# ---- design 1 ----
File: config.mk
export PLATFORM = sky130hd
export DESIGN_NAME = axi_mux
export DESIGN_NICKNAME = d
export VERILOG_FILES = /design/src/rtl/axi_mux.sv
export SDC_FILE = /design/constraint.sdc
export NUM_CORES = 1
export LEC_CHECK = 0
export ABC_CLOCK_PERIOD_IN_PS = 2500
export CAP_MARGIN = 25
export CORE_AREA = 2 2 131 133
export CTS_CLUSTER_DIAMETER = 80
export DETAILED_ROUTE_END_ITERATION = 8
export DIE_AREA = 0 0 133 135
export SYNTH_ARGS = -nofsm -noshare
export SYNTH_HDL_FRONTEND = slang
export SYNTH_SLANG_ARGS = --single-unit
File: constraint.sdc
create_clock -name clk -period 2.5 [get_ports clk]
set_input_delay 0.625 -clock clk [delete_from_list [all_inputs] [get_ports clk]]
set_output_delay 0.625 -clock clk [all_outputs]
set_load 0.02 [all_outputs]
File: src/rtl/axi_mux.sv
// Packet-level 4:1 AXI4-Stream mux with round-robin grant held until TLAST.
// Optional master-side 2-entry skid buffer: define AXI_MUX_OUTREG_EN.
module axi_mux #(
  parameter int         C_AXIS_DATA_WIDTH = 64,
  parameter logic [3:0] C_ACTIVE_MASK     = 4'b1111
) (
  input  logic                         clk,
  input  logic                         rst,
  input  logic [C_AXIS_DATA_WIDTH-1:0] S_AXIS_TDATA0,
  input  logic                         S_AXIS_TVALID0,
  input  logic                         S_AXIS_TLAST0,
  output logic                         S_AXIS_TREADY0,
  input  logic [C_AXIS_DATA_WIDTH-1:0] S_AXIS_TDATA1,
  input  logic                         S_AXIS_TVALID1,
  input  logic                         S_AXIS_TLAST1,
  output logic                         S_AXIS_TREADY1,
  input  logic [C_AXIS_DATA_WIDTH-1:0] S_AXIS_TDATA2,
  input  logic                         S_AXIS_TVALID2,
  input  logic                         S_AXIS_TLAST2,
  output logic                         S_AXIS_TREADY2,
  input  logic [C_AXIS_DATA_WIDTH-1:0] S_AXIS_TDATA3,
  input  logic                         S_AXIS_TVALID3,
  input  logic                         S_AXIS_TLAST3,
  output logic                         S_AXIS_TREADY3,
  output logic [C_AXIS_DATA_WIDTH-1:0] M_AXIS_TDATA,
  output logic                         M_AXIS_TVALID,
  output logic                         M_AXIS_TLAST,
  input  logic                         M_AXIS_TREADY,
  output logic [1:0]                   src,
  output logic                         busy
);

  typedef enum logic [3:0] {
    IDLE = 4'b0000,
    ST0  = 4'b0001,
    ST1  = 4'b0010,
    ST2  = 4'b0100,
    ST3  = 4'b1000
  } state_t;

  state_t                         r_state;
  state_t                         w_state_nxt;
  logic [1:0]                     r_last;
  logic [1:0]                     w_last_nxt;

  logic [C_AXIS_DATA_WIDTH-1:0]   w_tdata [4];
  logic [3:0]                     w_tvalid;
  logic [3:0]                     w_tlast;
  logic [3:0]                     w_req;
  logic [2:0]                     w_pick;
  logic                           w_active;
  logic [1:0]                     w_sel;
  logic                           w_in_rdy;
  logic                           w_in_vld;
  logic                           w_hs_last;
  logic [3:0]                     w_rdy;

  // Returns {found, index}: first requester after the last grant, wrapping mod 4.
  function automatic logic [2:0] rr_pick(input logic [3:0] req, input logic [1:0] last);
    logic [2:0] pick;
    logic [1:0] idx;
    pick = 3'b000;
    for (int k = 1; k <= 4; k++) begin
      idx = last + k[1:0];
      if (!pick[2] && req[idx]) pick = {1'b1, idx};
    end
    return pick;
  endfunction

  assign w_tdata[0] = S_AXIS_TDATA0;
  assign w_tdata[1] = S_AXIS_TDATA1;
  assign w_tdata[2] = S_AXIS_TDATA2;
  assign w_tdata[3] = S_AXIS_TDATA3;
  assign w_tvalid   = {S_AXIS_TVALID3, S_AXIS_TVALID2, S_AXIS_TVALID1, S_AXIS_TVALID0};
  assign w_tlast    = {S_AXIS_TLAST3, S_AXIS_TLAST2, S_AXIS_TLAST1, S_AXIS_TLAST0};
  assign w_req      = w_tvalid & C_ACTIVE_MASK;
  assign w_pick     = rr_pick(w_req, r_last);

  // Selected input; idle and illegal encodings select input 0 with nothing active.
  always_comb begin
    w_active = 1'b0;
    w_sel    = 2'd0;
    case (r_state)
      ST0:     begin w_active = 1'b1; w_sel = 2'd0; end
      ST1:     begin w_active = 1'b1; w_sel = 2'd1; end
      ST2:     begin w_active = 1'b1; w_sel = 2'd2; end
      ST3:     begin w_active = 1'b1; w_sel = 2'd3; end
      default: begin w_active = 1'b0; w_sel = 2'd0; end
    endcase
  end

  assign w_in_vld  = w_active & w_tvalid[w_sel];
  assign w_hs_last = w_in_vld & w_in_rdy & w_tlast[w_sel];
  assign w_rdy     = w_active ? (((4'b0001 << w_sel) & {4{w_in_rdy}}) & C_ACTIVE_MASK) : 4'b0000;

  always_comb begin
    w_state_nxt = r_state;
    w_last_nxt  = r_last;
    case (r_state)
      IDLE: begin
        if (w_pick[2]) begin
          w_state_nxt = state_t'(4'b0001 << w_pick[1:0]);
          w_last_nxt  = w_pick[1:0];
        end
      end
      ST0, ST1, ST2, ST3: begin
        if (w_hs_last) w_state_nxt = IDLE;
      end
      default: w_state_nxt = IDLE;
    endcase
  end

  always_ff @(posedge clk) begin
    if (rst) begin
      r_state <= IDLE;
      r_last  <= 2'd3;
    end else begin
      r_state <= w_state_nxt;
      r_last  <= w_last_nxt;
    end
  end

  assign S_AXIS_TREADY0 = w_rdy[0];
  assign S_AXIS_TREADY1 = w_rdy[1];
  assign S_AXIS_TREADY2 = w_rdy[2];
  assign S_AXIS_TREADY3 = w_rdy[3];
  assign src            = w_sel;
  assign busy           = (r_state != IDLE);

`ifdef AXI_MUX_OUTREG_EN
  logic [1:0]                     r_cnt;
  logic                           r_wptr;
  logic                           r_rptr;
  logic [C_AXIS_DATA_WIDTH-1:0]   r_bdata [2];
  logic                           r_blast [2];
  logic                           w_push;
  logic                           w_pop;

  // Upstream ready depends only on buffer occupancy, never on M_AXIS_TREADY.
  assign w_in_rdy = (r_cnt != 2'd2);
  assign w_push   = w_in_vld & w_in_rdy;
  assign w_pop    = (r_cnt != 2'd0) & M_AXIS_TREADY;

  always_ff @(posedge clk) begin
    if (rst) begin
      r_cnt  <= 2'd0;
      r_wptr <= 1'b0;
      r_rptr <= 1'b0;
    end else begin
      if (w_push) r_wptr <= ~r_wptr;
      if (w_pop)  r_rptr <= ~r_rptr;
      r_cnt <= r_cnt + {1'b0, w_push} - {1'b0, w_pop};
    end
  end

  always_ff @(posedge clk) begin
    if (w_push) begin
      r_bdata[r_wptr] <= w_tdata[w_sel];
      r_blast[r_wptr] <= w_tlast[w_sel];
    end
  end

  assign M_AXIS_TVALID = (r_cnt != 2'd0);
  assign M_AXIS_TDATA  = r_bdata[r_rptr];
  assign M_AXIS_TLAST  = r_blast[r_rptr];
`else
  assign w_in_rdy      = M_AXIS_TREADY;
  assign M_AXIS_TVALID = w_in_vld;
  assign M_AXIS_TDATA  = w_tdata[w_sel];
  assign M_AXIS_TLAST  = w_tlast[w_sel];
`endif

endmodule

# ---- design 2 ----
$ cat config.mk
export PLATFORM = sky130hd
export DESIGN_NAME = uart_tx_sched_flat
export DESIGN_NICKNAME = d
export VERILOG_FILES = /design/src/rtl/uart_pkg.sv /design/src/rtl/uart_tx_sched_if.sv /design/src/rtl/rr_arbiter.sv /design/src/rtl/uart_tx_sched.sv /design/src/flat_wrapper.sv
export SDC_FILE = /design/constraint.sdc
export NUM_CORES = 1
export LEC_CHECK = 0
export CAP_MARGIN = 20
export CORE_AREA = 2 2 95 97
export CTS_CLUSTER_DIAMETER = 40
export DETAILED_ROUTE_END_ITERATION = 10
export DIE_AREA = 0 0 97 99
export RECOVER_POWER = 50
export SLEW_MARGIN = 20
export SYNTH_ARGS = -nofsm -noshare
export SYNTH_HDL_FRONTEND = slang
export SYNTH_SLANG_ARGS = --single-unit
export TNS_END_PERCENT = 5
$ cat constraint.sdc
create_clock -name clk -period 8 [get_ports clk]
set_clock_uncertainty 0.1 [all_clocks]
set_input_delay 1.6 -clock clk [delete_from_list [all_inputs] [get_ports clk]]
set_output_delay 1.6 -clock clk [all_outputs]
set_load 0.05 [all_outputs]
$ cat src/rtl/uart_pkg.sv
// Shared types and widths for the UART transmit scheduler.
package uart_pkg;

  localparam int UART_DATA_W = 8;
  localparam int SCHED_CNT_W = 16;

  typedef enum logic [2:0] {
    IDLE      = 3'd0,
    START     = 3'd1,
    WAIT_ACK  = 3'd2,
    WAIT_DONE = 3'd3,
    GAP       = 3'd4
  } sched_state_t;

endpackage

$ cat src/rtl/uart_tx_sched_if.sv
// Requester handshake plus transmitter control bundle for uart_tx_sched.
interface uart_tx_sched_if
  import uart_pkg::*;
#(
  parameter int N_REQ = 4
);
  logic [N_REQ-1:0]             req_valid;
  logic [UART_DATA_W*N_REQ-1:0] req_data;
  logic [N_REQ-1:0]             req_ready;
  logic [N_REQ-1:0]             req_done;
  logic                         tx_start;
  logic [UART_DATA_W-1:0]       tx_data;
  logic                         tx_busy;

  // master: producers and transmitter side; slave: the scheduler
  modport master (
    output req_valid, req_data, tx_busy,
    input  req_ready, req_done, tx_start, tx_data
  );

  modport slave (
    input  req_valid, req_data, tx_busy,
    output req_ready, req_done, tx_start, tx_data
  );
endinterface

$ cat src/rtl/rr_arbiter.sv
// Combinational round-robin arbiter: first request after 'last', wrapping.
module rr_arbiter #(
  parameter  int N     = 4,
  localparam int IDX_W = $clog2(N)
) (
  input  logic [N-1:0]     req,
  input  logic [IDX_W-1:0] last,
  output logic [N-1:0]     gnt,
  output logic [IDX_W-1:0] idx
);

  always_comb begin
    logic [IDX_W-1:0] j;
    logic             found;
    gnt   = '0;
    idx   = '0;
    found = 1'b0;
    j     = '0;
    for (int k = 1; k <= N; k++) begin
      j = IDX_W'((int'(last) + k) % N);
      if (!found && req[j]) begin
        found  = 1'b1;
        gnt[j] = 1'b1;
        idx    = j;
      end
    end
  end

endmodule

$ cat src/rtl/uart_tx_sched.sv
// Shares one UART transmitter among N_REQ byte producers, one frame per grant.
//
//   state     | meaning
//   IDLE      | searching round-robin for a valid requester, tx must be free
//   START     | one-cycle tx_start with the captured byte
//   WAIT_ACK  | waiting for tx_busy to rise, bounded by ACK_TIMEOUT
//   WAIT_DONE | frame on the wire, waiting for tx_busy to fall
//   GAP       | GAP_CLKS+1 cycles of spacing before the next grant
module uart_tx_sched
  import uart_pkg::*;
#(
  parameter  int N_REQ       = 4,
  parameter  int GAP_CLKS    = 0,
  parameter  int ACK_TIMEOUT = 15,
  localparam int IDX_W       = $clog2(N_REQ)
) (
  input  logic             clk,
  input  logic             rst_n,
  uart_tx_sched_if.slave   bus,
  output logic [IDX_W-1:0] grant_id,
  output logic             sched_busy,
  output logic             ack_err
);

  localparam logic [SCHED_CNT_W-1:0] ACK_LAST = SCHED_CNT_W'(ACK_TIMEOUT - 1);
  localparam logic [SCHED_CNT_W-1:0] GAP_LAST = SCHED_CNT_W'(GAP_CLKS);

  sched_state_t           state, state_nxt;
  logic [SCHED_CNT_W-1:0] cnt, cnt_nxt;
  logic [IDX_W-1:0]       last_grant;
  logic [N_REQ-1:0]       arb_gnt;
  logic [IDX_W-1:0]       arb_idx;
  logic [N_REQ-1:0]       ready;
  logic [N_REQ-1:0]       done_q;
  logic [UART_DATA_W-1:0] data_q;
  logic                   take, done_set, ack_set, start;

  rr_arbiter #(.N(N_REQ)) u_arb (
    .req  (bus.req_valid),
    .last (last_grant),
    .gnt  (arb_gnt),
    .idx  (arb_idx)
  );

  always_comb begin
    state_nxt = state;
    cnt_nxt   = cnt;
    ready     = '0;
    take      = 1'b0;
    done_set  = 1'b0;
    ack_set   = 1'b0;
    start     = 1'b0;
    case (state)
      IDLE: begin
        if (!bus.tx_busy && (|bus.req_valid)) begin
          ready     = arb_gnt;
          take      = 1'b1;
          state_nxt = START;
        end
      end
      START: begin
        start     = 1'b1;
        cnt_nxt   = '0;
        state_nxt = WAIT_ACK;
      end
      WAIT_ACK: begin
        if (bus.tx_busy) begin
          state_nxt = WAIT_DONE;
        end else if (cnt == ACK_LAST) begin
          // byte is dropped; the grant still counts for round-robin order
          ack_set   = 1'b1;
          cnt_nxt   = '0;
          state_nxt = GAP;
        end else begin
          cnt_nxt = cnt + SCHED_CNT_W'(1);
        end
      end
      WAIT_DONE: begin
        if (!bus.tx_busy) begin
          done_set  = 1'b1;
          cnt_nxt   = '0;
          state_nxt = GAP;
        end
      end
      GAP: begin
        if (cnt >= GAP_LAST) begin
          cnt_nxt   = '0;
          state_nxt = IDLE;
        end else begin
          cnt_nxt = cnt + SCHED_CNT_W'(1);
        end
      end
      default: state_nxt = IDLE;
    endcase
  end

  always_ff @(posedge clk or negedge rst_n) begin
    if (!rst_n) begin
      state      <= IDLE;
      cnt        <= '0;
      last_grant <= IDX_W'(N_REQ - 1);
      grant_id   <= '0;
      data_q     <= '0;
      done_q     <= '0;
      ack_err    <= 1'b0;
    end else begin
      state  <= state_nxt;
      cnt    <= cnt_nxt;
      done_q <= done_set ? (N_REQ'(1) << grant_id) : '0;
      if (take) begin
        last_grant <= arb_idx;
        grant_id   <= arb_idx;
        data_q     <= bus.req_data[UART_DATA_W*arb_idx +: UART_DATA_W];
      end
      if (ack_set) ack_err <= 1'b1;
    end
  end

  assign bus.req_ready = ready;
  assign bus.req_done  = done_q;
  assign bus.tx_start  = start;
  assign bus.tx_data   = data_q;
  assign sched_busy    = (state != IDLE);

endmodule
$ cat src/flat_wrapper.sv
// flat-port wrapper written by rule: the top's interface ports become plain ports
module uart_tx_sched_flat import uart_pkg::*;
#(
  parameter  int N_REQ       = 4,
  parameter  int GAP_CLKS    = 0,
  parameter  int ACK_TIMEOUT = 15,
  localparam int IDX_W       = $clog2(N_REQ)
)
  (clk, rst_n, grant_id, sched_busy, ack_err, bus_req_valid, bus_req_data, bus_tx_busy, bus_req_ready, bus_req_done, bus_tx_start, bus_tx_data);
  uart_tx_sched_if #(.N_REQ(N_REQ)) bus_i ();
  input  logic clk;
  input  logic rst_n;
  output logic [IDX_W-1:0] grant_id;
  output logic sched_busy;
  output logic ack_err;
  input wire logic [$bits(bus_i.req_valid)-1:0] bus_req_valid;
  input wire logic [$bits(bus_i.req_data)-1:0] bus_req_data;
  input wire logic [$bits(bus_i.tx_busy)-1:0] bus_tx_busy;
  output wire logic [$bits(bus_i.req_ready)-1:0] bus_req_ready;
  output wire logic [$bits(bus_i.req_done)-1:0] bus_req_done;
  output wire logic [$bits(bus_i.tx_start)-1:0] bus_tx_start;
  output wire logic [$bits(bus_i.tx_data)-1:0] bus_tx_data;
  assign bus_i.req_valid = bus_req_valid;
  assign bus_i.req_data = bus_req_data;
  assign bus_i.tx_busy = bus_tx_busy;
  assign bus_req_ready = bus_i.req_ready;
  assign bus_req_done = bus_i.req_done;
  assign bus_tx_start = bus_i.tx_start;
  assign bus_tx_data = bus_i.tx_data;
  uart_tx_sched #(.N_REQ(N_REQ), .GAP_CLKS(GAP_CLKS), .ACK_TIMEOUT(ACK_TIMEOUT)) u_core (.clk(clk), .rst_n(rst_n), .bus(bus_i), .grant_id(grant_id), .sched_busy(sched_busy), .ack_err(ack_err));
endmodule
# ---- design 3 ----
===== src/rtl/z80_idx_mem_seq.sv =====
// Sequencer for Z80 indexed memory ops LD (IX/IY+d),r / LD r,(IX/IY+d) / LD (IX/IY+d),n.
// Latches operands, forms base+d, waits the address-calc delay, runs one handshaked memory cycle.
module z80_idx_mem_seq #(
  parameter int ADDR_W     = 16,
  parameter int DATA_W     = 8,
  parameter int SIGN_EXT_D = 1,
  parameter int CALC_CYC   = 5
) (
  input  logic              clk,
  input  logic              reset,
  input  logic              start,
  input  logic [1:0]        op,
  input  logic [ADDR_W-1:0] base,
  input  logic [7:0]        d,
  input  logic [DATA_W-1:0] src_data,
  input  logic [3:0]        dst_rnum,
  input  logic [DATA_W-1:0] mem_rdata,
  input  logic              mem_ready,
  output logic              busy,
  output logic [ADDR_W-1:0] mem_addr,
  output logic [DATA_W-1:0] mem_wdata,
  output logic              mem_rd,
  output logic              mem_wr,
  output logic              reg_wr,
  output logic [3:0]        reg_wnum,
  output logic [DATA_W-1:0] reg_wdata,
  output logic              done,
  output logic              err
);

  typedef enum logic [1:0] {
    ST_IDLE = 2'd0,
    ST_CALC = 2'd1,
    ST_MEM  = 2'd2,
    ST_DONE = 2'd3
  } state_t;

  localparam logic [1:0] OP_LD_R   = 2'b01;
  localparam logic [1:0] OP_ILL    = 2'b11;
  localparam logic [3:0] CALC_LOAD = 4'(CALC_CYC - 1);

  function automatic logic [ADDR_W-1:0] ext_d(input logic [7:0] disp);
    if (SIGN_EXT_D != 0) begin
      ext_d = {{(ADDR_W-8){disp[7]}}, disp};
    end else begin
      ext_d = {{(ADDR_W-8){1'b0}}, disp};
    end
  endfunction

  state_t            state_r, state_nxt_s;
  logic [3:0]        cnt_r, cnt_nxt_s;
  logic [1:0]        op_r;
  logic              accept_s, illegal_s;
  logic              busy_r, mem_rd_r, mem_wr_r, reg_wr_r, done_r, err_r;
  logic [ADDR_W-1:0] mem_addr_r;
  logic [DATA_W-1:0] mem_wdata_r, reg_wdata_r;
  logic [3:0]        reg_wnum_r;

  // next-state, counter and request classification
  always_comb begin
    state_nxt_s = state_r;
    cnt_nxt_s   = cnt_r;
    accept_s    = 1'b0;
    illegal_s   = 1'b0;
    case (state_r)
      ST_IDLE: begin
        if (start && (op != OP_ILL)) begin
          accept_s    = 1'b1;
          cnt_nxt_s   = CALC_LOAD;
          state_nxt_s = ST_CALC;
        end else if (start) begin
          illegal_s   = 1'b1;
          state_nxt_s = ST_IDLE;
        end else begin
          state_nxt_s = ST_IDLE;
        end
      end
      ST_CALC: begin
        if (cnt_r == 4'd0) begin
          state_nxt_s = ST_MEM;
        end else begin
          cnt_nxt_s = cnt_r - 4'd1;
        end
      end
      ST_MEM: begin
        if (mem_ready) begin
          state_nxt_s = ST_DONE;
        end else begin
          state_nxt_s = ST_MEM;
        end
      end
      ST_DONE: state_nxt_s = ST_IDLE;
      default: state_nxt_s = ST_IDLE;
    endcase
  end

  // state register and operand latches
  always_ff @(posedge clk) begin
    if (reset) begin
      state_r     <= ST_IDLE;
      cnt_r       <= 4'd0;
      op_r        <= 2'b00;
      mem_addr_r  <= '0;
      mem_wdata_r <= '0;
      reg_wnum_r  <= 4'd0;
      reg_wdata_r <= '0;
    end else begin
      state_r <= state_nxt_s;
      cnt_r   <= cnt_nxt_s;
      if (accept_s) begin
        op_r        <= op;
        mem_addr_r  <= base + ext_d(d);
        mem_wdata_r <= src_data;
        reg_wnum_r  <= dst_rnum;
      end
      if ((state_r == ST_MEM) && mem_ready && (op_r == OP_LD_R)) begin
        reg_wdata_r <= mem_rdata;
      end
    end
  end

  // registered strobes decoded from the upcoming state so they align with it
  always_ff @(posedge clk) begin
    if (reset) begin
      busy_r   <= 1'b0;
      mem_rd_r <= 1'b0;
      mem_wr_r <= 1'b0;
      reg_wr_r <= 1'b0;
      done_r   <= 1'b0;
      err_r    <= 1'b0;
    end else begin
      busy_r   <= (state_nxt_s != ST_IDLE);
      mem_rd_r <= (state_nxt_s == ST_MEM) && (op_r == OP_LD_R);
      mem_wr_r <= (state_nxt_s == ST_MEM) && (op_r != OP_LD_R);
      reg_wr_r <= (state_nxt_s == ST_DONE) && (op_r == OP_LD_R);
      done_r   <= (state_nxt_s == ST_DONE);
      err_r    <= illegal_s;
    end
  end

  assign busy      = busy_r;
  assign mem_addr  = mem_addr_r;
  assign mem_wdata = mem_wdata_r;
  assign mem_rd    = mem_rd_r;
  assign mem_wr    = mem_wr_r;
  assign reg_wr    = reg_wr_r;
  assign reg_wnum  = reg_wnum_r;
  assign reg_wdata = reg_wdata_r;
  assign done      = done_r;
  assign err       = err_r;

endmodule


===== config.mk =====
export PLATFORM = sky130hd
export DESIGN_NAME = z80_idx_mem_seq
export DESIGN_NICKNAME = d
export VERILOG_FILES = /design/src/rtl/z80_idx_mem_seq.sv
export SDC_FILE = /design/constraint.sdc
export NUM_CORES = 1
export LEC_CHECK = 0
export ABC_CLOCK_PERIOD_IN_PS = 2450
export CELL_PAD_IN_SITES_DETAIL_PLACEMENT = 0
export CELL_PAD_IN_SITES_GLOBAL_PLACEMENT = 2
export CORE_MARGIN = 2
export CORE_UTILIZATION = 23
export DETAILED_ROUTE_END_ITERATION = 6
export PLACE_DENSITY = 0.86
export SYNTH_ARGS = -nofsm -noshare
export SYNTH_HDL_FRONTEND = slang
export SYNTH_SLANG_ARGS = --single-unit
export TNS_END_PERCENT = 30

===== constraint.sdc =====
create_clock -name clk -period 2.45 [get_ports clk]
set_input_delay 0.49 -clock clk [delete_from_list [all_inputs] [get_ports clk]]
set_output_delay 0.49 -clock clk [all_outputs]
set_load 0.005 [all_outputs]

# ---- design 4 ----
===== config.mk =====
export PLATFORM = sky130hd
export DESIGN_NAME = vedic_dot_accum
export DESIGN_NICKNAME = d
export VERILOG_FILES = /design/src/rtl/vedic_dot_accum.sv
export SDC_FILE = /design/constraint.sdc
export NUM_CORES = 1
export LEC_CHECK = 0
export ABC_AREA = 1
export CELL_PAD_IN_SITES_DETAIL_PLACEMENT = 1
export CELL_PAD_IN_SITES_GLOBAL_PLACEMENT = 1
export CORE_ASPECT_RATIO = 1.1
export CORE_MARGIN = 2
export CORE_UTILIZATION = 34
export DETAILED_ROUTE_END_ITERATION = 10
export GPL_TIMING_DRIVEN = 0
export PLACE_DENSITY_LB_ADDON = 0.1
export SLEW_MARGIN = 10
export SYNTH_ARGS = -nofsm -noshare
export SYNTH_HDL_FRONTEND = slang
export SYNTH_SLANG_ARGS = --single-unit

===== constraint.sdc =====
create_clock -name clk -period 1.9 [get_ports clk]
set_clock_uncertainty 0.2 [all_clocks]
set_input_delay 0.285 -clock clk [delete_from_list [all_inputs] [get_ports clk]]
set_output_delay 0.285 -clock clk [all_outputs]
set_load 0.05 [all_outputs]

===== src/rtl/vedic_dot_accum.sv =====
// Dot-product accumulator: sums N_TERMS consecutive unsigned products from the
// Vedic multiplier into one result, with valid/ready handshakes on both sides.
module vedic_dot_accum #(
   parameter int PROD_W  = 16,
   parameter int N_TERMS = 4,
   parameter int ACC_W   = 18
) (
   input  logic              clk,
   input  logic              rst,
   input  logic              clr,
   input  logic [PROD_W-1:0] prod,
   input  logic              prod_valid,
   output logic              prod_ready,
   output logic [ACC_W-1:0]  sum,
   output logic              sum_ovf,
   output logic              sum_valid,
   input  logic              sum_ready
);

   localparam int CNT_W = (N_TERMS > 1) ? $clog2(N_TERMS) : 1;
   localparam logic [CNT_W-1:0] LAST_CNT = CNT_W'(N_TERMS - 1);

   typedef enum logic {ACCUM, HOLD} state_t;

   state_t           state;
   state_t           state_next;
   logic [ACC_W-1:0] acc;
   logic [CNT_W-1:0] cnt;
   logic             ovf;
   logic             accept;
   logic             last_term;
   logic [ACC_W:0]   acc_sum;

   // One extra bit on the adder captures the carry out of the accumulator width.
   assign acc_sum   = {1'b0, acc} + {{(ACC_W - PROD_W + 1){1'b0}}, prod};
   assign last_term = (cnt == LAST_CNT);
   assign accept    = prod_valid && prod_ready;

   always_comb begin
      state_next = state;
      prod_ready = 1'b0;
      case (state)
         ACCUM: begin
            prod_ready = 1'b1;
            if (prod_valid && !clr && last_term)
               state_next = HOLD;
         end
         HOLD: begin
            if (sum_ready)
               state_next = ACCUM;
         end
         default: state_next = ACCUM;
      endcase
   end

   // A product accepted while clr is high completes the handshake but is dropped.
   always_ff @(posedge clk) begin
      if (rst) begin
         state     <= ACCUM;
         acc       <= '0;
         cnt       <= '0;
         ovf       <= 1'b0;
         sum       <= '0;
         sum_ovf   <= 1'b0;
         sum_valid <= 1'b0;
      end else begin
         state <= state_next;
         case (state)
            ACCUM: begin
               if (clr) begin
                  acc <= '0;
                  cnt <= '0;
                  ovf <= 1'b0;
               end else if (accept) begin
                  if (last_term) begin
                     sum       <= acc_sum[ACC_W-1:0];
                     sum_ovf   <= ovf | acc_sum[ACC_W];
                     sum_valid <= 1'b1;
                     acc       <= '0;
                     cnt       <= '0;
                     ovf       <= 1'b0;
                  end else begin
                     acc <= acc_sum[ACC_W-1:0];
                     cnt <= cnt + CNT_W'(1);
                     ovf <= ovf | acc_sum[ACC_W];
                  end
               end
            end
            HOLD: begin
               if (sum_ready)
                  sum_valid <= 1'b0;
            end
            default: ;
         endcase
      end
   end

endmodule


### PDN straps and rails, design 1

Pins as bars on the die edge.
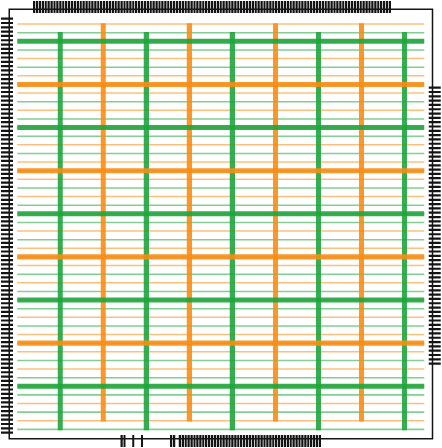
Key: VSS = green; VDD = orange
The core has 47 rows. 9 straps on met5. 340 signal pins sit on the boundary. 9 straps on met4. 48 met1 rails follow the rows.

==> GITHUB_STEP_SUMMARY, design 1 <==
## PnR job results

| Metric | Value |
|---|---|
| Status | completed |
| Non-Filler Cell Area, Final | 6008 um2 |
| Starting density of the core | 11.58% |
| Met3 Resource Use GR | 2.590% |
| Placed standard-cell area | 5944 um2 |
| Metal-1 WL | 6.156 mm |
| Synthesized area divided by synthesized cell count | 6.030 um2 |
| Number of antenna violations at the first check in global routing | 2 |
| Fraction of registers with async set or reset after synthesis | 0% |
| Total via count in the routed design | 4073 |
| Number of resized instances in the post-cts repair step | 259 |
| Port Buf Inserts | 339 |
| Iteration-0 DRC Markers | 391 |
| Number of buffer and inverter instances along the worst setup path | 5 |
| Post-layout period usage | 99.63% |
| Fraction of power consumed by combinational cells | 92.2% |
| Signed area change from the synthesized netlist to the final layout | 216.3% |
| Power of the clock network | 254 uW |
| Number of H-tree branching levels | 1 |
| Seq/total area | 2.124% |
| Proportion of layout cells with a drive suffix above 1 | 22.34% |
| Critical path start-end classification | reg2out |
| CTS clock-pin slew for the worst setup and hold paths | 0.03 ns |
| Most heavily used metal layer in global routing | met2 |
| Placer Congestion | 0.7741 |
| Tightest Pin Transition | 0.4593 ns |
| CP top delay family | buffers and inverters |
| Top-level I/O count | 340 |
| Avg WL per Cell | 17.23 um |
| Vias in the first global route | 4043 |
| Sequential-cell power consumption | 192 uW |
| Critical R2R Launch | r_state[2]$_SDFFE_PP0P_ |
| Clock power frac | 4.4% |
| Startpoint type of the worst setup path | register |
| Final standard cell count with taps included and fillers excluded | 906 |
| Met2 WL | 7.923 mm |
| Worst setup path end | M_AXIS_TDATA[47] |
| Setup Buffers After CTS | 7 |
| Global routing usage on met1 | 18.68% |
| Highest attainable clock frequency | 401.5 MHz |
| Power dissipated in combinational cells | 5310 uW |
| Placeable Area | 16410 um2 |
| Inserted tap cell count | 220 |
| Leading power group | combinational logic |
| Clock buffer and inverter area fraction after layout | 1.249% |
| Largest voltage drop on the vdd net | 0.4234 mV |
| Synth Warn # | 0 |
| Fraction of cell area in non-clock buffers | 63.22% |
| Sequential-to-total area share from yosys stat | 6.324% |
| N_diodes | 1 |
-- design 1: cells by family (layout without fill, tap and decap cells) --
family / count (synthesis) / after routing / share of synthesized area (%)
XOR/XNOR: 1 / 1 / 0.4612
multiplexers: 1 / 1 / 0.5270
buffers and inverters: 36 / 406 / 8.168
AND-OR/OR-AND: 94 / 94 / 43.48
flip-flops: 6 / 6 / 6.324
AND/OR/NAND/NOR: 177 / 177 / 41.04
other: 0 / 1 / 0
-- design 1: sequential cells by signal, indices dropped and copies added, names as in the netlist --
| register | cells |
|---|---|
| r_last | 2 |
| r_state | 4 |
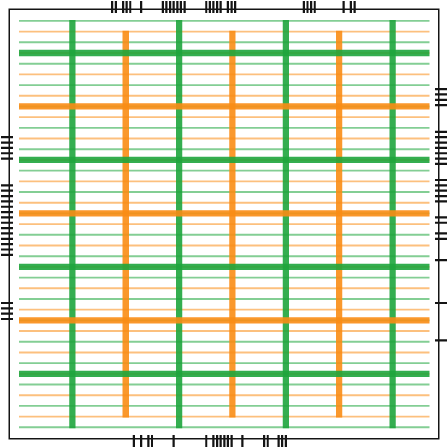
*PDN straps and rails, design 3*
Pins as bars on the die edge.
Key: VSS = green; VDD = orange
92 signal pins sit on the boundary. The core has 38 rows.

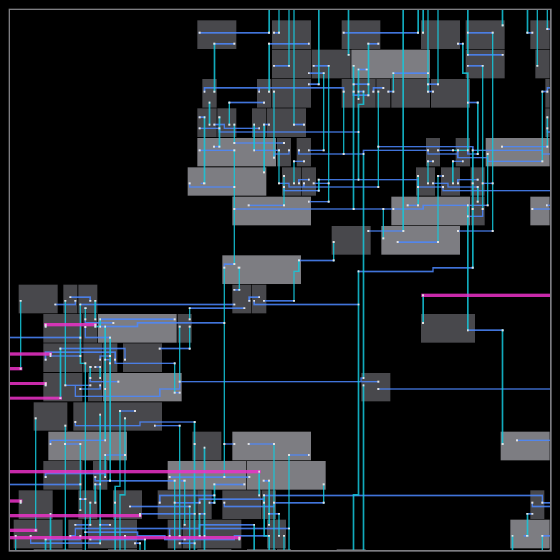
*Zoomed window, design 3*
Region (2, 57) to (52, 107) um. Cells in gray, sequential cells in the stronger gray; small squares are vias.
Key: metal 3 = magenta; metal 2 = cyan; metal 1 = blue
Most frequent: nand2_1 (23), clkdlybuf4s50_1 (23), dfxtp_1 (16). Sequential cells in the window: 16. Netlist names of flops here include mem_wdata (8), mem_addr (4), cnt_r (2). 84 logic cells have their middle in the window.

==> GITHUB_STEP_SUMMARY, design 3 <==
## PnR job results

| Metric | Value |
|---|---|
| Sequential-to-total area share from yosys stat | 39.58% |
| Worst setup path startpoint | d[0] |
| Top-level I/O count | 92 |
| Wire length on met3 | 443 um |
| Status | completed |
| Top cells by instance count after synthesis | 52 x sky130_fd_sc_hd__nand2_1, 50 x sky130_fd_sc_hd__dfxtp_1, 33 x sky130_fd_sc_hd__a21oi_1 |
| Total via count in the routed design | 2552 |
| Synthesized cell area | 2529 um2 |
| Maximum number of pins on one net before global-route repair | 38 |
| Crit path time final | 2.359 ns |
| Post-DP HPWL | 5.487 mm |
| Total power divided by cell area | 540.5 nW/um2 |
| Die Span Y | 108.9 um |
| Fraction of registers with async set or reset after synthesis | 0% |
| Count of pins over their slew limit | 0 |
| Number of design rule violations left after detail routing | 0 |
| Number of OpenROAD warnings | 26 |
| CP Depth | 8 |
| Placed standard-cell area | 3810 um2 |
| Register bit count reported by yosys | 50 |
| Vias in the first global route | 2505 |
| Switching part of the total | 28.02% |
| Largest fanout of any net on the critical path | 3 |
| Number of violations of the max-capacitance limit | 0 |
| Delay of the slowest critical-path stage | 0.38 ns |
| N_diodes | 0 |
| Critical path start-end classification | in2reg |
| Critical-path cell list | dlygate4sd2_1 > ha_2 > fa_2 > a21o_1 > a311o_1 > a211oi_2 > o21ai_1 > a221o_1 |
| R2R setup slack | 0.70 ns |
| Internal | 1537 uW |
| Max Clock Skew | 0.01521 ns |
| Critical R2R Launch | cnt_r[0]$_SDFFE_PP0P_ |
| Number of buffer and inverter instances along the worst setup path | 1 |
| Clock power frac | 27.4% |
| Cell with the largest stage delay on the worst path | sky130_fd_sc_hd__a311o_1 |
| Placeable Area | 10790 um2 |
| CTS tree | yes |
| CP top delay family | AND-OR/OR-AND gates |
| Worst skew pair latency | 0.30 ns |
| RSZ-0062 raised after global routing | false |
| Nature of the critical path endpoint | register |
| Number of detailed-route iterations in the first pass | 4 |
| Worst slew slack as a fraction of its limit | 62.50% |
| Fraction of power consumed by combinational cells | 29.9% |
| Chip Area, Yosys | 2529 um2 |
| Port Buf Inserts | 91 |
| Global-route wire length before repair | 11.90 mm |
| Adder share | 8.709% |
| Critical path arrival | 2.56 ns |
| DIE WIDTH | 108.9 um |
| Setup slack at placement | -0.5747 ns |
| Share of cell area taken by muxes after synthesis | 3.167% |
| CTS clock-pin slew for the worst setup and hold paths | 0.10 ns |
| Clock sink total | 50 |
| Final standard cell count with taps included and fillers excluded | 563 |
## design 3: cell type report
type	count	area, um2
Fill cell	1149	6843
Multi-Input combinational cell	232	1459
Timing Repair Buffer	128	1186
Sequential cell	50	1001
Tap cell	140	175.2
Clock buffer	6	72.57
Clock inverter	2	37.54
Inverter	5	18.77
## design 3: power groups by stage
stage               sequential [uW]  combinational (uW)  clock, uW
finish                          913                 638        584
global route                    923                 712        655
CTS                             914                 646        613
detailed placement              932                 636          0
global placement                932                 630          0
floorplan                       932                 301          0
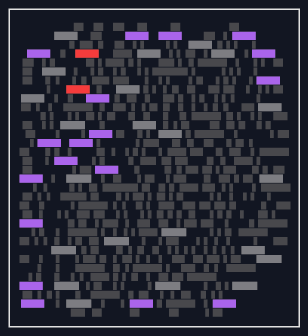
*Where the registers sit, design 4*
Other sequential cells in the stronger gray, the rest of the logic in the fainter gray.
Key: sum = purple [sequential cells 18, where spread over the die]; cnt = red [sequential cells 2]
final core utilization: 51.41%
sequential-cell power consumption: 917 uW
Seq/total area: 22.21%
register area: 853.3 um2

==> GITHUB_STEP_SUMMARY, design 4 <==
## PnR job results

| Metric | Value |
|---|---|
| Status | finished, violations left |
| Violations in the final reports | negative setup slack |
| Gate count after technology mapping | 399 |
| Clock sink total | 42 |
| Maximum number of pins on one net before global-route repair | 15 |
| Clock buffer and inverter area fraction after layout | 3.582% |
| NumNets Final | 496 |
| Commonest register cell after synthesis | sky130_fd_sc_hd__dfxtp_1 |
| Placer Congestion | 0.8399 |
| CTS clock-pin slew for the worst setup and hold paths | 0.09 ns |
| Least setup slack across all paths after layout | -0.1194 ns |
| Most frequent cells in the layout | 95 x sky130_fd_sc_hd__nand2_1, 44 x sky130_fd_sc_hd__inv_1, 38 x sky130_fd_sc_hd__nor2_1, 32 x sky130_fd_sc_hd__dfxtp_1, 28 x sky130_fd_sc_hd__dlygate4sd2_1 |
| Tightest Pin Transition | 0.6857 ns |
| Number of fillers in the final layout | 940 |
| Worst setup path startpoint | acc[0]$_SDFFE_PP0P_ |
| Met3 Resource Use GR | 2.401% |
| Overall die area | 8459 um2 |
| Finish-stage setup viols | 14 |
| Crit path time final | 2.019 ns |
| Largest fanout of any net on the critical path | 3 |
| Placeable Area | 7473 um2 |
| Inserted tap cell count | 105 |
| Non-CTS inverters | 51 |
| Die Span Y | 96.27 um |
| Number of design rule violations left after detail routing | 0 |
| Required time reported for the critical path endpoint | 1.91 ns |
| Met2 WL | 4.171 mm |
| Number of resized instances in the post-cts repair step | 67 |
| Top non-seq family | simple AND/OR/NAND/NOR gates |
| Synthesized cell area | 2631 um2 |
| Cell class with the largest area share | combinational gates |
| Sequential-to-total area share from yosys stat | 31.95% |
| Floorplan Nets | 438 |
| Library cells used by synthesis | 33 |
| Register bit count reported by yosys | 42 |
| Number of violations of the max-capacitance limit | 0 |
| Delay of the slowest critical-path stage | 0.35 ns |
| Wire length on met3 | 197 um |
| CP Depth | 14 |
| Longest Clk Path Bufs | 2 |
| Number of detailed-route iterations in the first pass | 4 |
| Worst slew slack as a fraction of its limit | 54.29% |
| Non-Filler Cell Area, Final | 3842 um2 |
## design 4: synthesized netlist by cell type, drive strengths merged, types with 2 or more instances
cell	instances	share of area [%]
dfxtp	42	32
nand3	25	5.5
nand3b	3	1.0
buf	6	1.2
inv	50	7.1
nor2	45	6.5
xor2	4	1.3
nor3	5	1.6
nand2	129	20
o21ai	20	3.8
a21o	3	0.86
clkbuf	5	1.1
or2	2	0.48
ha	17	8.1
a21oi	37	7.6
## design 4: power breakdown
part / internal (uW) / total (uW) / switching, uW
combinational: 207 / 488 / 281
sequential: 900 / 917 / 17.7
clock: 528 / 899 / 372
total: 1630 / 2300 / 670
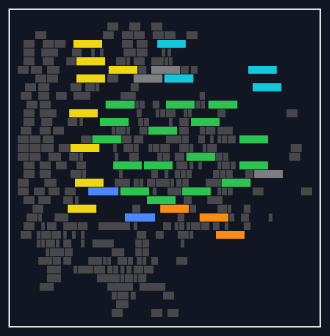
*Where the registers sit, design 2*
Other sequential cells in the stronger gray, the rest of the logic in the fainter gray.
Key: u_core.state = orange [sequential cells 3]; u_core.bus.tx_data = yellow [sequential cells 8]; u_core.last_grant = blue [sequential cells 2]; u_core.cnt = green [sequential cells 16, where center]; u_core.bus.req_done = cyan [sequential cells 4]

==> GITHUB_STEP_SUMMARY, design 2 <==
## PnR job results

| Metric | Value |
|---|---|
| Global-route wire length before repair | 10.04 mm |
| Share of cell area taken by muxes after synthesis | 14.36% |
| Clock power frac | 11.7% |
| Yosys cell count | 261 |
| Port Buf Inserts | 59 |
| And-or/or-and share of the synthesized area | 18.39% |
| CP Depth | 7 |
| Number of design rule violations left after detail routing | 0 |
| Number of resized instances in the post-cts repair step | 0 |
| Number of violations of the max-capacitance limit | 1 |
| # hold bufs at CTS | 0 |
| Setup Buffers After CTS | 0 |
| Non-CTS inverters | 7 |
| Cell with the largest stage delay on the worst path | sky130_fd_sc_hd__clkdlybuf4s50_1 |
| Status | finished, violations left |
| Placeable Area | 8551 um2 |
| Cell count after placement | 413 |
| Most frequently placed logic cell in the final layout | sky130_fd_sc_hd__clkdlybuf4s50_1 |
| Multi-input logic cell count | 201 |
| Number of fillers in the final layout | 868 |
| Power dissipated in combinational cells | 732 uW |
| Critical-path cell list | dlygate4sd3_1 > or3b_1 > a2111oi_0 > or3_1 > a221oi_1 > nor2_1 > clkdlybuf4s50_1 |
| Registers | 36 |
| Count of pins over their slew limit | 37 |
| Most heavily used metal layer in global routing | met2 |
| Master cell of the clock root buffer | sky130_fd_sc_hd__clkbuf_8 |
| Number of OpenROAD warnings | 34 |
| Largest voltage drop on the vdd net | 0.2051 mV |
| Final core utilization | 38.02% |
| Total via count in the routed design | 2168 |
| XOR Share, Synth | 2.443% |
| Most frequent cells in the layout | 54 x sky130_fd_sc_hd__clkdlybuf4s50_1, 34 x sky130_fd_sc_hd__dfrtp_1, 31 x sky130_fd_sc_hd__nor2_1, 21 x sky130_fd_sc_hd__nand2_1, 18 x sky130_fd_sc_hd__mux2i_1 |
| Starting density of the core | 29.35% |
| CP top delay family | buffers and inverters |
| Top cells, area | sky130_fd_sc_hd__dfrtp_1 34%, sky130_fd_sc_hd__mux2i_1 7.2%, sky130_fd_sc_hd__ha_1 5.0% |
| Synthesized area divided by synthesized cell count | 9.617 um2 |
| Met2 WL | 2.558 mm |
| Violations in the final reports | max-capacitance violations, max-slew violations |
| Global routing usage on met1 | 17.71% |
| Adder share | 4.985% |
-- design 2: synthesized netlist by cell type (8+ instances only) --
cell type and number:
sky130_fd_sc_hd__clkbuf_1 8, sky130_fd_sc_hd__a21oi_1 8, sky130_fd_sc_hd__nand2_1 21, sky130_fd_sc_hd__o21ai_2 8, sky130_fd_sc_hd__mux2i_1 18, sky130_fd_sc_hd__dfrtp_1 34
sky130_fd_sc_hd__o21ai_0 14, sky130_fd_sc_hd__nor2_1 31, sky130_fd_sc_hd__ha_1 10, sky130_fd_sc_hd__mux2_2 8


## Gallery

Gate families picked out.
(a)
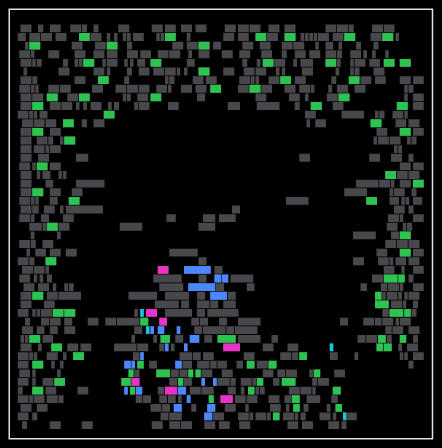
(b)
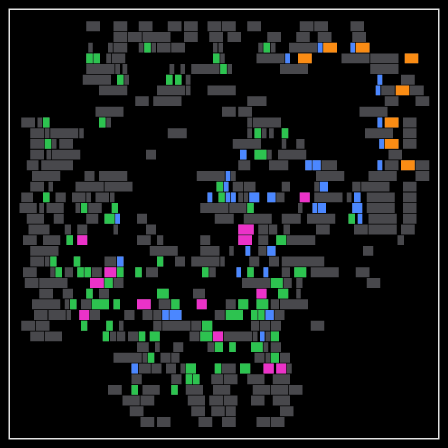
(c)
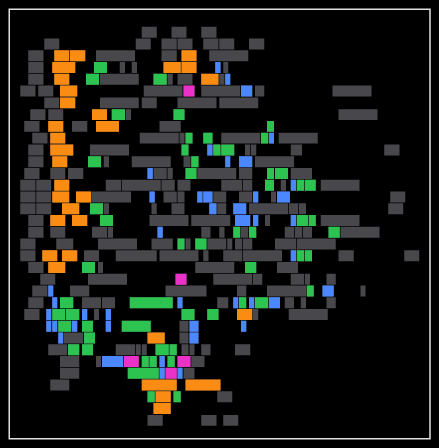
(d)
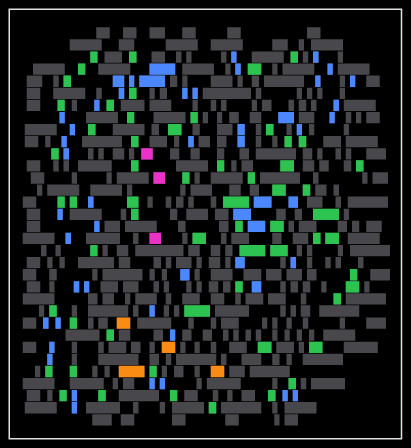
design 1: (a)
design 3: (b)
design 4: (d)
design 2: (c)


==> notes/layouts.md <==
Pictures saved along the way, in no particular order.

Zoomed window.
Plate I
Region (0, 46) to (50, 96) um. Cells in gray, sequential cells in the stronger gray; small squares are vias.
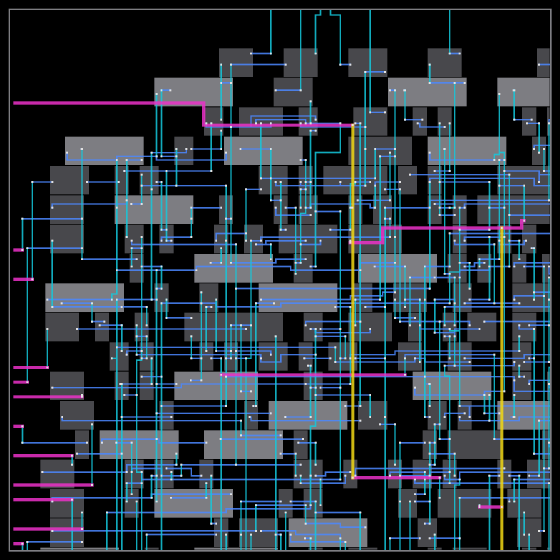
Plate II
Region (0, 49) to (50, 99) um. Cells in gray, sequential cells in the stronger gray; small squares are vias.
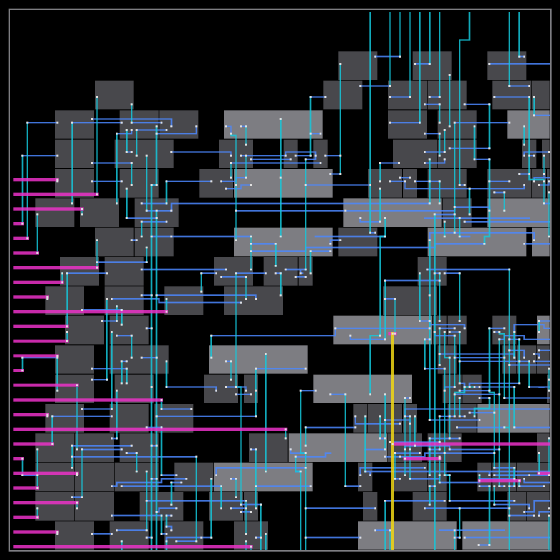
Plate III
Region (8, 76) to (58, 126) um. Cells in gray, sequential cells in the stronger gray; small squares are vias.
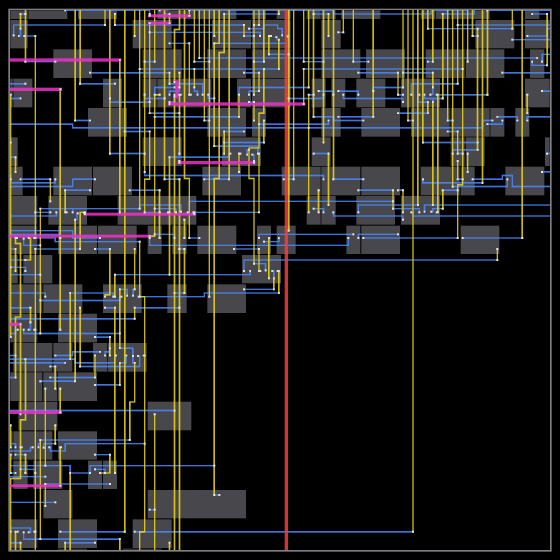
- Plate II = design 2
- Plate III = design 1
- Plate I = design 4

Power figures rest on the tool's default switching activity, not on a simulated workload.
